# ---- design 1 ----
### src/rtl/mode_router_pkg.sv
// Shared definitions for the chip-dispenser mode router: state encoding and
// the default idle codes of the controller and maintenance consumers.
package mode_router_pkg;

  typedef enum logic {
    ST_ROUTE = 1'b0,
    ST_DRAIN = 1'b1
  } state_e;

  localparam int          DEF_WIDTH  = 7;
  localparam logic [6:0]  CTRL_IDLE  = 7'b1101110;
  localparam logic [6:0]  MAINT_IDLE = 7'b0111111;
  localparam logic [13:0] DEF_IDLE_CODES = {MAINT_IDLE, CTRL_IDLE};

endpackage

### src/rtl/mode_router_guard_timer.sv
// Loadable saturating down-counter that times the all-idle guard interval
// between two routed channels; done is high while the count is zero.
module guard_timer #(
  parameter int CNT_W = 3
) (
  input  logic             clk,
  input  logic             reset,
  input  logic             load,
  input  logic [CNT_W-1:0] load_val,
  output logic             done
);

  logic [CNT_W-1:0] cnt_q;
  logic [CNT_W-1:0] cnt_d;

  // next count: load wins, otherwise count down and hold at zero
  always_comb begin
    cnt_d = cnt_q;
    if (load) begin
      cnt_d = load_val;
    end else if (cnt_q != {CNT_W{1'b0}}) begin
      cnt_d = cnt_q - {{(CNT_W-1){1'b0}}, 1'b1};
    end else begin
      cnt_d = cnt_q;
    end
  end

  // count register
  always_ff @(posedge clk) begin
    if (reset) begin
      cnt_q <= {CNT_W{1'b0}};
    end else begin
      cnt_q <= cnt_d;
    end
  end

  assign done = (cnt_q == {CNT_W{1'b0}});

endmodule

### src/rtl/mode_router.sv
// Steers the mbed command word to one of CHANNELS consumers, holding every
// other channel at its idle code and blanking all channels during a change.
module mode_router
  import mode_router_pkg::*;
#(
  parameter int                          WIDTH        = DEF_WIDTH,
  parameter int                          CHANNELS     = 2,
  parameter int                          SEL_W        = 1,
  parameter int                          GUARD_CYCLES = 4,
  parameter logic [CHANNELS*WIDTH-1:0]   IDLE_CODES   = DEF_IDLE_CODES
) (
  input  logic                      clk,
  input  logic                      reset,
  input  logic [SEL_W-1:0]          select,
  input  logic [WIDTH-1:0]          mbed_input,
  output logic [CHANNELS*WIDTH-1:0] chan_out,
  output logic [SEL_W-1:0]          active_chan,
  output logic                      switching,
  output logic                      sel_error
);

  localparam int                CNT_W      = $clog2(GUARD_CYCLES) + 1;
  localparam logic [SEL_W:0]    CHAN_LIM   = (SEL_W+1)'(CHANNELS);
  localparam logic [CNT_W-1:0]  GUARD_LOAD = CNT_W'(GUARD_CYCLES - 1);

  state_e                    state_q, state_d;
  logic [SEL_W-1:0]          target_q, target_d;
  logic [SEL_W-1:0]          active_q, active_d;
  logic [CHANNELS*WIDTH-1:0] chan_q, chan_d;
  logic                      switching_q, switching_d;
  logic                      sel_error_q, sel_error_d;
  logic                      sel_valid;
  logic                      timer_load;
  logic                      timer_done;

  assign sel_valid = ({1'b0, select} < CHAN_LIM);

  guard_timer #(
    .CNT_W (CNT_W)
  ) u_guard (
    .clk      (clk),
    .reset    (reset),
    .load     (timer_load),
    .load_val (GUARD_LOAD),
    .done     (timer_done)
  );

  // state and registered outputs
  always_ff @(posedge clk) begin
    if (reset) begin
      state_q     <= ST_ROUTE;
      target_q    <= {SEL_W{1'b0}};
      active_q    <= {SEL_W{1'b0}};
      chan_q      <= IDLE_CODES;
      switching_q <= 1'b0;
      sel_error_q <= 1'b0;
    end else begin
      state_q     <= state_d;
      target_q    <= target_d;
      active_q    <= active_d;
      chan_q      <= chan_d;
      switching_q <= switching_d;
      sel_error_q <= sel_error_d;
    end
  end

  // next state; an invalid select never disturbs routing or the guard count
  always_comb begin
    state_d    = state_q;
    target_d   = target_q;
    active_d   = active_q;
    timer_load = 1'b0;
    case (state_q)
      ST_ROUTE: begin
        if (sel_valid && (select != active_q)) begin
          state_d    = ST_DRAIN;
          target_d   = select;
          timer_load = 1'b1;
        end else begin
          state_d    = ST_ROUTE;
        end
      end
      ST_DRAIN: begin
        // a new request restarts the guard, even a return to the old channel
        if (sel_valid && (select != target_q)) begin
          target_d   = select;
          timer_load = 1'b1;
        end else if (!timer_done) begin
          state_d    = ST_DRAIN;
        end else begin
          state_d    = ST_ROUTE;
          active_d   = target_q;
        end
      end
      default: begin
        state_d  = ST_ROUTE;
        target_d = {SEL_W{1'b0}};
        active_d = {SEL_W{1'b0}};
      end
    endcase
  end

  // output next-values follow the state being entered at this edge
  always_comb begin
    switching_d = (state_d == ST_DRAIN);
    sel_error_d = ~sel_valid;
  end

  for (genvar i = 0; i < CHANNELS; i++) begin : g_chan
    assign chan_d[i*WIDTH +: WIDTH] =
      ((state_d == ST_ROUTE) && (active_d == SEL_W'(i))) ? mbed_input
                                                          : IDLE_CODES[i*WIDTH +: WIDTH];
  end

  assign chan_out    = chan_q;
  assign active_chan = active_q;
  assign switching   = switching_q;
  assign sel_error   = sel_error_q;

endmodule

### config.mk
export PLATFORM = sky130hd
export DESIGN_NAME = mode_router
export DESIGN_NICKNAME = d
export VERILOG_FILES = /design/src/rtl/mode_router_pkg.sv /design/src/rtl/mode_router_guard_timer.sv /design/src/rtl/mode_router.sv
export SDC_FILE = /design/constraint.sdc
export NUM_CORES = 1
export LEC_CHECK = 0
export ABC_AREA = 1
export CAP_MARGIN = 10
export CORE_ASPECT_RATIO = 0.7
export CORE_MARGIN = 2
export CORE_UTILIZATION = 39
export CTS_BUF_LIST = sky130_fd_sc_hd__clkbuf_16
export CTS_CLUSTER_DIAMETER = 80
export DETAILED_ROUTE_END_ITERATION = 6
export PLACE_DENSITY = 0.79
export SLEW_MARGIN = 20
export SYNTH_ARGS = -nofsm -noshare
export SYNTH_HDL_FRONTEND = slang
export SYNTH_HIERARCHICAL = 1
export SYNTH_SLANG_ARGS = --single-unit
export TNS_END_PERCENT = 20
### constraint.sdc
create_clock -name clk -period 1.35 [get_ports clk]
set_input_delay 0.405 -clock clk [delete_from_list [all_inputs] [get_ports clk]]
set_output_delay 0.405 -clock clk [all_outputs]
set_load 0.02 [all_outputs]
# ---- design 2 ----
==> src/rtl/key_event_decoder_if.sv <==
// key_event_decoder_if: key level in, gesture event pulses out
interface key_event_decoder_if;
  logic key_filter;
  logic click_pulse;
  logic dclick_pulse;
  logic long_pulse;
  logic repeat_pulse;
  logic key_held;
  modport master (
    output key_filter,
    input  click_pulse, dclick_pulse, long_pulse, repeat_pulse, key_held
  );
  modport slave (
    input  key_filter,
    output click_pulse, dclick_pulse, long_pulse, repeat_pulse, key_held
  );
endinterface

==> src/rtl/key_event_decoder.sv <==
// key_event_decoder: classifies debounced key gestures into click/double/long/repeat pulses
module key_event_decoder #(
  parameter int               CNT_W      = 26,
  parameter logic [CNT_W-1:0] LONG_CNT   = CNT_W'(50_000_000),
  parameter logic [CNT_W-1:0] REPEAT_CNT = CNT_W'(5_000_000),
  parameter logic [CNT_W-1:0] DCLICK_CNT = CNT_W'(15_000_000),
  parameter bit               DCLICK_EN  = 1'b1
) (
  input logic               sys_clk,
  input logic               sys_rst,
  key_event_decoder_if.slave kif
);
  typedef enum logic [2:0] {IDLE, PRESS1, WAIT2, PRESS2, LONG} state_t;
  localparam logic [CNT_W-1:0] LONG_M1   = LONG_CNT - 1'b1;
  localparam logic [CNT_W-1:0] REPEAT_M1 = REPEAT_CNT - 1'b1;
  localparam logic [CNT_W-1:0] DCLICK_M1 = DCLICK_CNT - 1'b1;
  state_t           state_q;
  logic [CNT_W-1:0] cnt_q;
  logic             key_q;
  logic             click_q, dclick_q, long_q, repeat_q, held_q;
  logic             press_e, rel_e;
  assign press_e = key_q & ~kif.key_filter;
  assign rel_e   = ~key_q & kif.key_filter;
  assign kif.click_pulse  = click_q;
  assign kif.dclick_pulse = dclick_q;
  assign kif.long_pulse   = long_q;
  assign kif.repeat_pulse = repeat_q;
  assign kif.key_held     = held_q;
  // Gesture FSM; the shared counter clears on every state change and pulses last one cycle
  always_ff @(posedge sys_clk) begin
    if (sys_rst) begin
      key_q    <= 1'b1;
      state_q  <= IDLE;
      cnt_q    <= '0;
      click_q  <= 1'b0;
      dclick_q <= 1'b0;
      long_q   <= 1'b0;
      repeat_q <= 1'b0;
      held_q   <= 1'b0;
    end else begin
      key_q    <= kif.key_filter;
      click_q  <= 1'b0;
      dclick_q <= 1'b0;
      long_q   <= 1'b0;
      repeat_q <= 1'b0;
      cnt_q    <= cnt_q + 1'b1;
      case (state_q)
        IDLE: begin
          cnt_q <= '0;
          if (press_e) begin
            state_q <= PRESS1;
            held_q  <= 1'b1;
          end
        end
        PRESS1: begin
          if (rel_e) begin
            cnt_q   <= '0;
            held_q  <= 1'b0;
            state_q <= DCLICK_EN ? WAIT2 : IDLE;
            click_q <= !DCLICK_EN;
          end else if (cnt_q == LONG_M1) begin
            cnt_q   <= '0;
            long_q  <= 1'b1;
            state_q <= LONG;
          end
        end
        LONG: begin
          if (rel_e) begin
            cnt_q   <= '0;
            held_q  <= 1'b0;
            state_q <= IDLE;
          end else if (cnt_q == REPEAT_M1) begin
            cnt_q    <= '0;
            repeat_q <= 1'b1;
          end
        end
        WAIT2: begin
          if (press_e) begin
            cnt_q   <= '0;
            held_q  <= 1'b1;
            state_q <= PRESS2;
          end else if (cnt_q == DCLICK_M1) begin
            cnt_q   <= '0;
            click_q <= 1'b1;
            state_q <= IDLE;
          end
        end
        PRESS2: begin
          cnt_q <= '0;
          if (rel_e) begin
            held_q   <= 1'b0;
            dclick_q <= 1'b1;
            state_q  <= IDLE;
          end
        end
        default: begin
          cnt_q   <= '0;
          held_q  <= 1'b0;
          state_q <= IDLE;
        end
      endcase
    end
  end
endmodule

==> src/flat_wrapper.sv <==
// flat-port wrapper written by rule: the top's interface ports become plain ports
module key_event_decoder_flat 
#(
  parameter int               CNT_W      = 26,
  parameter logic [CNT_W-1:0] LONG_CNT   = CNT_W'(50_000_000),
  parameter logic [CNT_W-1:0] REPEAT_CNT = CNT_W'(5_000_000),
  parameter logic [CNT_W-1:0] DCLICK_CNT = CNT_W'(15_000_000),
  parameter bit               DCLICK_EN  = 1'b1
)
  (sys_clk, sys_rst, kif_key_filter, kif_click_pulse, kif_dclick_pulse, kif_long_pulse, kif_repeat_pulse, kif_key_held);
  key_event_decoder_if kif_i ();
  input logic sys_clk;
  input logic sys_rst;
  input wire logic [$bits(kif_i.key_filter)-1:0] kif_key_filter;
  output wire logic [$bits(kif_i.click_pulse)-1:0] kif_click_pulse;
  output wire logic [$bits(kif_i.dclick_pulse)-1:0] kif_dclick_pulse;
  output wire logic [$bits(kif_i.long_pulse)-1:0] kif_long_pulse;
  output wire logic [$bits(kif_i.repeat_pulse)-1:0] kif_repeat_pulse;
  output wire logic [$bits(kif_i.key_held)-1:0] kif_key_held;
  assign kif_i.key_filter = kif_key_filter;
  assign kif_click_pulse = kif_i.click_pulse;
  assign kif_dclick_pulse = kif_i.dclick_pulse;
  assign kif_long_pulse = kif_i.long_pulse;
  assign kif_repeat_pulse = kif_i.repeat_pulse;
  assign kif_key_held = kif_i.key_held;
  key_event_decoder #(.CNT_W(CNT_W), .LONG_CNT(LONG_CNT), .REPEAT_CNT(REPEAT_CNT), .DCLICK_CNT(DCLICK_CNT), .DCLICK_EN(DCLICK_EN)) u_core (.sys_clk(sys_clk), .sys_rst(sys_rst), .kif(kif_i));
endmodule
==> config.mk <==
export PLATFORM = sky130hd
export DESIGN_NAME = key_event_decoder_flat
export DESIGN_NICKNAME = d
export VERILOG_FILES = /design/src/rtl/key_event_decoder_if.sv /design/src/rtl/key_event_decoder.sv /design/src/flat_wrapper.sv
export SDC_FILE = /design/constraint.sdc
export NUM_CORES = 1
export LEC_CHECK = 0
export ABC_AREA = 1
export CELL_PAD_IN_SITES_DETAIL_PLACEMENT = 0
export CELL_PAD_IN_SITES_GLOBAL_PLACEMENT = 1
export CORE_MARGIN = 5
export CORE_UTILIZATION = 46
export DETAILED_ROUTE_END_ITERATION = 10
export PLACE_DENSITY_LB_ADDON = 0.1
export SKIP_CTS_REPAIR_TIMING = 1
export SLEW_MARGIN = 15
export SYNTH_ARGS = -nofsm -noshare
export SYNTH_HDL_FRONTEND = slang
export SYNTH_SLANG_ARGS = --single-unit
==> constraint.sdc <==
create_clock -name sys_clk -period 2.89 [get_ports sys_clk]
set_input_delay 0.578 -clock sys_clk [delete_from_list [all_inputs] [get_ports sys_clk]]
set_output_delay 0.578 -clock sys_clk [all_outputs]
set_load 0.005 [all_outputs]
==> design_1/sizes.png <==
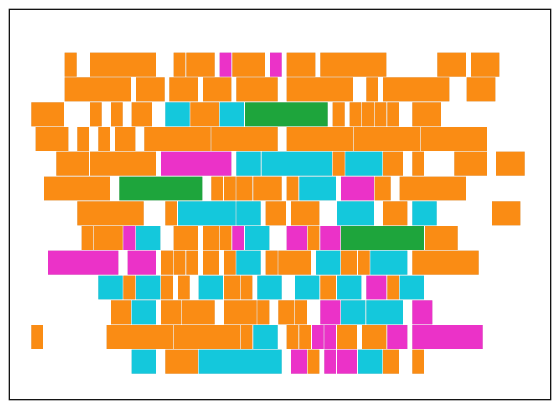
Orange marks _0 and _1 cells, cells 102, share 66%, most used dfxtp_1. Magenta marks _2 cells, cells 20, share 13%, most used inv_2. Green marks _6 and larger, cells 3, share 1.9%, most used clkbuf_16. Cyan marks _3 and _4 cells, cells 29, share 19%, most used buf_4.

==> impl_summary.log, design 1 <==
[report] implementation figures
[metrics] violated checks: setup timing
[metrics] leakage dissipation: about 0.63 nW
[metrics] Final WS setup: -0.108 ns
[metrics] Sequential Power Share: 32.1%
[metrics] count of instances resized after the clock tree is built: 29
[metrics] fill cell total of the finished layout: around 150
[metrics] relative area change from synthesis to final layout: 65.6%
[metrics] Met1 Wirelength: 939 um
[metrics] number of global-route vias before repair: between 800 and 900
[metrics] starting density of the core: 43.2%
[metrics] Reg2Reg Setup Slack: -0.11 ns
[metrics] status: finished with violations
[metrics] fraction of power consumed by combinational cells: roughly two fifths
[metrics] switching part of the total power: 33.1%
[metrics] final global-route overflow total: 0
[metrics] data arrival time at the worst-slack endpoint: ~1.6 ns
[metrics] met1 track utilization from global routing: between 20% and 30%
[metrics] Finish-stage setup viols: 14
[metrics] antenna cell count: 0
[metrics] largest cells by area after synthesis: dfxtp_1, inv_1, nand2_1
[metrics] chip area in the Yosys report: between 800 and 900 sq um
[metrics] clock sink total: 20
[metrics] post-DR wirelength/cell: about 15 um
[metrics] Endpoint, Worst Hold: target_q
[metrics] kind of start point of the critical path: flip-flop
[metrics] most frequent logic cells in the routed design: buf_4, dfxtp_1, nand2_1, inv_1, dlygate4sd2_1
[metrics] via/cell ratio: 5.07
[metrics] total count of hold-check failures in the final report: 0
[metrics] yosys warns: 6
[metrics] largest net degree at the start of global routing: 12
[metrics] multi-input gate share of total cell area: just under 30%
==> design_2/placement_by_type.png <==
Scale bar: 20 um. Fill, decap, tap and diode cells in grey.
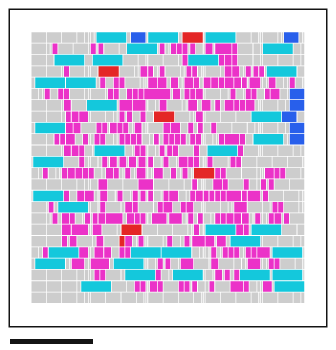
Magenta marks combinational and other logic, cells 271. Blue marks other buffers and delay cells, cells 7. Cyan marks flops, cells 35. Red marks clock drivers and dummy loads, cells 6.

==> impl_summary.log, design 2 <==
[report] implementation figures
[metrics] met1 track utilization from global routing: a little under a quarter
[metrics] DRT iter0 DRCs: between 150 and 200
[metrics] kind of end point of the critical path: flip-flop
[metrics] largest cells by area after synthesis: dfxtp_1, nand2_1, inv_1
[metrics] clock group power: roughly 0.00032 W
[metrics] Final WS setup: 0.974 ns
[metrics] largest vdd supply drop: around 0.00028 V
[metrics] status: complete, no violations
[metrics] Crit. path cell count: 8
[metrics] number of buffers outside the clock class in the layout: 7
[metrics] fill cell total of the finished layout: about 450
[metrics] Longest Clk Path Bufs: 2
[metrics] via count: around 1900
[metrics] count of input and output buffers: 7
[metrics] fraction of power consumed by combinational cells: approximately a third
[metrics] yosys warns: 0
[metrics] chip area in the Yosys report: between 2000 and 2500 sq um
[metrics] routed wire length: roughly 4.6 mm
[metrics] Finished Layout Cells: 371
[metrics] global routing usage summed across all routing layers: ~17%
[metrics] met2 wire length: 1.98 mm
[metrics] DRC violation count after routing: 0
[metrics] adder-cell share of the synthesized area: 0.625%
[metrics] number of optimization iterations in the first detailed-route pass: 5
[metrics] I/O pin count: 8
[metrics] final core utilization: around 50%
[metrics] met2 Use GR: between 20% and 30%

# ---- design 3 ----
==> design_3/clocks.png <==
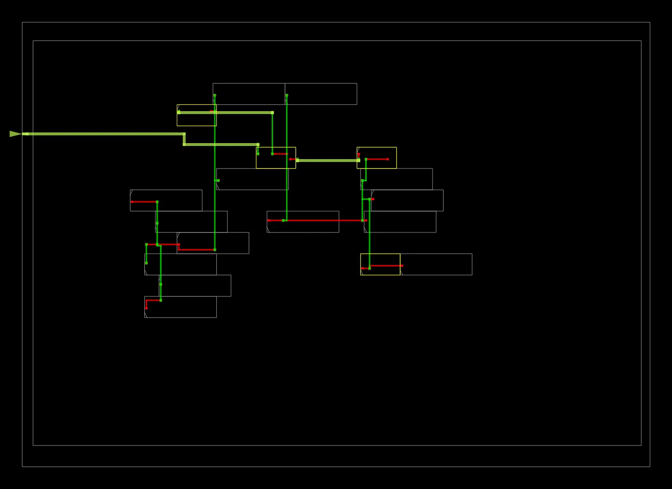
[src/rtl/bootrom_arb_pkg.sv]
`default_nettype none
// ============================================================================
//  Module   : bootrom_arb_pkg
//  Purpose  : Shared types and constants for the boot-ROM arbiter.
//             - rsp_t        : response register {valid, idx, err}
//             - ROM_WORDS_DEFAULT, WORD_OFFSET, IDX_W
//  Config   : none here; BOOTROM_ARB_RR_EN is consumed by bootrom_arbiter.
//  Revision : 1.0 - initial release
// ============================================================================
package bootrom_arb_pkg;

   localparam int ROM_WORDS_DEFAULT = 2048;

   // Byte address -> word address shift (32-bit words).
   localparam int WORD_OFFSET = 2;

   // Index field sized for the largest supported port count (8).
   localparam int IDX_W = 3;

   typedef struct packed {
      logic             valid;
      logic [IDX_W-1:0] idx;
      logic             err;
   } rsp_t;

endpackage : bootrom_arb_pkg
`default_nettype wire

[src/rtl/bootrom_arb_prio.sv]
`default_nettype none
// ============================================================================
//  Module   : bootrom_arb_prio
//  Purpose  : Combinational rotating priority encoder. The request vector is
//             rotated so that ptr_i becomes position 0, the lowest set bit of
//             the rotated vector wins, and the winner is mapped back to an
//             absolute port index. ptr_i = 0 gives plain fixed priority.
//  Ports    : req_i   [N_PORTS-1:0]  request vector
//             ptr_i   [IW-1:0]       highest-priority index (< N_PORTS)
//             gnt_o   [N_PORTS-1:0]  one-hot grant
//             idx_o   [IW-1:0]       index of granted port
//             valid_o                any grant issued
//  Revision : 1.0 - initial release
// ============================================================================
module bootrom_arb_prio #(
   parameter int N_PORTS = 2,
   parameter int IW      = 1
) (
   input  logic [N_PORTS-1:0] req_i,
   input  logic [IW-1:0]      ptr_i,
   output logic [N_PORTS-1:0] gnt_o,
   output logic [IW-1:0]      idx_o,
   output logic               valid_o
);

   logic [2*N_PORTS-1:0] w_req2;
   logic [N_PORTS-1:0]   w_rot;
   logic [IW:0]          w_sum;

   // Doubling the vector makes the right shift behave as a rotation.
   assign w_req2 = {req_i, req_i};
   assign w_rot  = N_PORTS'(w_req2 >> ptr_i);

   always_comb begin
      valid_o = 1'b0;
      w_sum   = '0;
      // Descending scan: the last hit (lowest rotated position) wins.
      for (int j = N_PORTS - 1; j >= 0; j--) begin
         if (w_rot[j]) begin
            valid_o = 1'b1;
            w_sum   = {1'b0, ptr_i} + (IW+1)'(j);
         end
      end
      if (w_sum >= (IW+1)'(N_PORTS)) begin
         w_sum = w_sum - (IW+1)'(N_PORTS);
      end
      idx_o = w_sum[IW-1:0];
      gnt_o = '0;
      for (int k = 0; k < N_PORTS; k++) begin
         gnt_o[k] = valid_o && (idx_o == IW'(k));
      end
   end

endmodule : bootrom_arb_prio
`default_nettype wire

[src/rtl/bootrom_arbiter.sv]
`default_nettype none
// ============================================================================
//  Module   : bootrom_arbiter
//  Purpose  : Arbitrates N_PORTS read requesters onto one synchronous boot ROM.
//             Grants are combinational (same cycle as the request), responses
//             arrive exactly one cycle later on the granted port. Word
//             addresses at or beyond ROM_WORDS return err_o=1, rdata_o=0 and
//             never enable the ROM.
//  Config   : `define BOOTROM_ARB_RR_EN -> round-robin arbitration;
//             otherwise fixed priority, lowest index first.
//  Ports    : CLK, RSTN (async, active-low)
//             req_i  [N]          addr_i [N*ADDR_WIDTH] (port i at slice i)
//             gnt_o  [N] (comb)   rvalid_o [N] (registered)
//             rdata_o, err_o      shared response, qualified by rvalid_o
//             rom_cen_o (active-low), rom_addr_o, rom_rdata_i
//  Revision : 1.0 - initial release
// ============================================================================
module bootrom_arbiter
   import bootrom_arb_pkg::*;
#(
   parameter int N_PORTS    = 2,
   parameter int ADDR_WIDTH = 32,
   parameter int DATA_WIDTH = 32,
   parameter int ROM_WORDS  = ROM_WORDS_DEFAULT
) (
   input  logic                          CLK,
   input  logic                          RSTN,
   input  logic [N_PORTS-1:0]            req_i,
   input  logic [N_PORTS*ADDR_WIDTH-1:0] addr_i,
   output logic [N_PORTS-1:0]            gnt_o,
   output logic [N_PORTS-1:0]            rvalid_o,
   output logic [DATA_WIDTH-1:0]         rdata_o,
   output logic                          err_o,
   output logic                          rom_cen_o,
   output logic [$clog2(ROM_WORDS)-1:0]  rom_addr_o,
   input  logic [DATA_WIDTH-1:0]         rom_rdata_i
);

   localparam int ROM_AW = $clog2(ROM_WORDS);
   localparam int IW     = $clog2(N_PORTS);

   logic [N_PORTS-1:0]    w_req;
   logic [N_PORTS-1:0]    w_gnt;
   logic [IW-1:0]         w_idx;
   logic [IW-1:0]         w_ptr;
   logic                  w_any;
   logic [ADDR_WIDTH-1:0] w_addr;
   logic [ADDR_WIDTH-1:0] w_word;
   logic                  w_in_range;
   logic                  w_rom_acc;

   logic [ROM_AW-1:0]     rom_addr_q;
   rsp_t                  rsp_q;
   rsp_t                  rsp_d;

   // Grants are combinational, so requests are masked while in reset to keep
   // gnt_o and the ROM interface quiet.
   assign w_req = req_i & {N_PORTS{RSTN}};

   bootrom_arb_prio #(
      .N_PORTS (N_PORTS),
      .IW      (IW)
   ) u_prio (
      .req_i   (w_req),
      .ptr_i   (w_ptr),
      .gnt_o   (w_gnt),
      .idx_o   (w_idx),
      .valid_o (w_any)
   );

`ifdef BOOTROM_ARB_RR_EN
   logic [IW-1:0] ptr_q;
   logic [IW-1:0] ptr_d;

   // After granting port k, port k+1 (wrapping) gets top priority.
   always_comb begin
      ptr_d = ptr_q;
      if (w_any) begin
         ptr_d = (w_idx == IW'(N_PORTS - 1)) ? '0 : w_idx + 1'b1;
      end
   end

   always_ff @(posedge CLK or negedge RSTN) begin
      if (!RSTN) begin
         ptr_q <= '0;
      end else begin
         ptr_q <= ptr_d;
      end
   end

   assign w_ptr = ptr_q;
`else
   assign w_ptr = '0;
`endif

   // Select the granted port's address (one-hot grant, so OR-free mux).
   always_comb begin
      w_addr = '0;
      for (int i = 0; i < N_PORTS; i++) begin
         if (w_gnt[i]) begin
            w_addr = addr_i[i*ADDR_WIDTH +: ADDR_WIDTH];
         end
      end
   end

   // Range check uses the full word address so high address bits count.
   assign w_word     = w_addr >> WORD_OFFSET;
   assign w_in_range = (w_word < ADDR_WIDTH'(ROM_WORDS));
   assign w_rom_acc  = w_any & w_in_range;

   assign gnt_o      = w_gnt;
   assign rom_cen_o  = ~w_rom_acc;
   // ROM address is live during an access and holds its last value otherwise.
   assign rom_addr_o = w_rom_acc ? w_addr[ROM_AW+WORD_OFFSET-1:WORD_OFFSET]
                                 : rom_addr_q;

   always_comb begin
      rsp_d       = '0;
      rsp_d.valid = w_any;
      rsp_d.idx   = IDX_W'(w_idx);
      rsp_d.err   = w_any & ~w_in_range;
   end

   always_ff @(posedge CLK or negedge RSTN) begin
      if (!RSTN) begin
         rom_addr_q <= '0;
         rsp_q      <= '0;
      end else begin
         if (w_rom_acc) begin
            rom_addr_q <= rom_addr_o;
         end
         rsp_q <= rsp_d;
      end
   end

   // Response decode: rvalid_o is driven purely from the response register.
   always_comb begin
      rvalid_o = '0;
      for (int i = 0; i < N_PORTS; i++) begin
         rvalid_o[i] = rsp_q.valid && (rsp_q.idx == IDX_W'(i));
      end
   end

   assign rdata_o = (rsp_q.valid && !rsp_q.err) ? rom_rdata_i : '0;
   assign err_o   = rsp_q.valid & rsp_q.err;

endmodule : bootrom_arbiter
`default_nettype wire

[config.mk]
export PLATFORM = sky130hd
export DESIGN_NAME = bootrom_arbiter
export DESIGN_NICKNAME = d
export VERILOG_FILES = /design/src/rtl/bootrom_arb_pkg.sv /design/src/rtl/bootrom_arb_prio.sv /design/src/rtl/bootrom_arbiter.sv
export SDC_FILE = /design/constraint.sdc
export NUM_CORES = 1
export LEC_CHECK = 0
export ABC_AREA = 1
export CORE_ASPECT_RATIO = 0.7
export CORE_UTILIZATION = 29
export CTS_CLUSTER_DIAMETER = 40
export DETAILED_ROUTE_END_ITERATION = 10
export GPL_TIMING_DRIVEN = 1
export PLACE_DENSITY = 0.87
export SYNTH_ARGS = -nofsm -noshare
export SYNTH_HDL_FRONTEND = slang
export SYNTH_SLANG_ARGS = --single-unit
[constraint.sdc]
create_clock -name CLK -period 2.2 [get_ports CLK]
set_clock_uncertainty 0.05 [all_clocks]
set_input_delay 0.22 -clock CLK [delete_from_list [all_inputs] [get_ports CLK]]
set_output_delay 0.22 -clock CLK [all_outputs]
set_load 0.02 [all_outputs]
==> impl_summary.log <==
[report] implementation figures
[metrics] instance tally after logic synthesis: between 150 and 200
[metrics] total placed instance area: 2850 sq um
[metrics] cell count in the Yosys report: 197
[metrics] number of global-route vias before repair: ~1800
[metrics] Logic Gate Count: around 130
[metrics] gr busiest metal: met2
[metrics] slew of the pin with the lowest slew margin: 0.307 ns
[metrics] data arrival time at the worst-slack endpoint: between 1.5 and 2 ns
[metrics] number of buffers inserted during clock tree synthesis: 3
[metrics] largest vdd supply drop: around 0.00028 V
[metrics] Critical Path Fanout Max: 32
[metrics] status: complete, no violations
[metrics] data required time of the critical path: a little under 2 ns
[metrics] max FFs per register: 11
[metrics] net switching power figure: between 0.0003 and 0.0004 W
[metrics] non-clock buffering overhead in the final layout: approximately 55%
[metrics] number of buffers inserted for hold repair after clock tree synthesis: 0
[metrics] Setup TNS Final: 0 ns
[metrics] power attributed to combinational cells: 0.000574 W
[metrics] Worst setup endpoint: rdata_o[27]
[metrics] final core utilization: a little under three quarters
[metrics] endpoint of the most critical register-to-register path: rom_addr_q[6]
[metrics] list of most frequent post-synthesis cells: nor2_1, inv_1, nand2_1
[metrics] routed wl met3: ~420 um
[metrics] largest cells by area after synthesis: dfrtp_1, nor2_1, inv_1
[metrics] total number of placement rows: 19
[metrics] total count of max-transition violations in the final report: 0
[metrics] via count: 1746
[metrics] Synth Seq Share: approximately 28%
Notes on design_3/clocks.png above:
clk ins delay skew pair: 0.24 ns
count of clock-net buffers in the final layout: 4
clock group power: 0.000244 W



==> layout pictures side by side <==
The metal 2 layer.
panel A
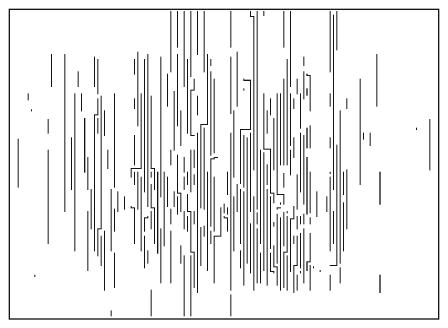
panel B
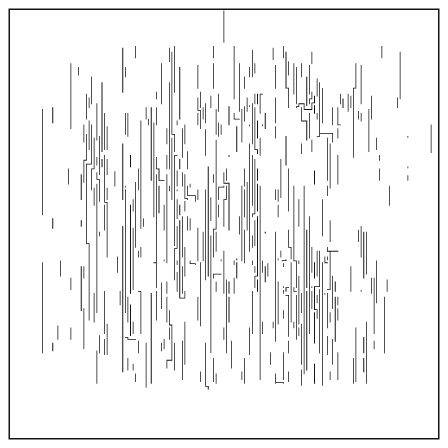
panel C
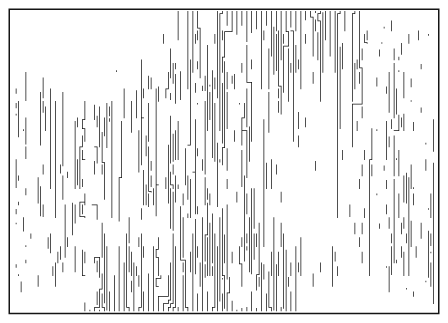
Panel C comes from design 3.
Panel A comes from design 1.
Panel B comes from design 2.

Key to panel A:
The layer holds 54% of the routed length. The longest straight run is 27.4 um. The layer carries 1410 um of wire.


==> gallery <==
Selected gate families.
Plate I
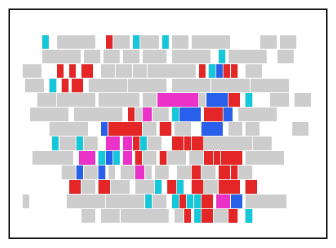
Plate II
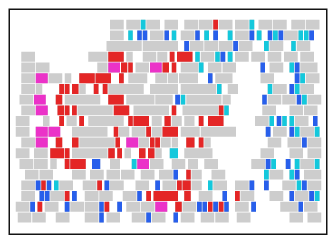
Plate III
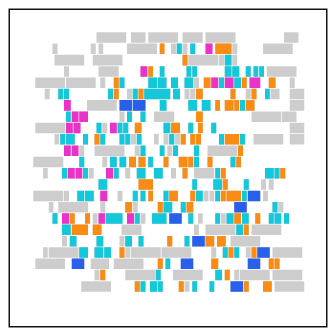
- design 1 = Plate I
- design 2 = Plate III
- design 3 = Plate II
Of these, fewest cells: Plate I

Key to Plate III:
Magenta marks inverting AOI/OAI gates, cells 20. Orange marks NOR gates, cells 70. Blue marks XOR/XNOR gates, cells 11. Cyan marks NAND gates, cells 112.

Power is estimated from default activity; no workload was simulated.
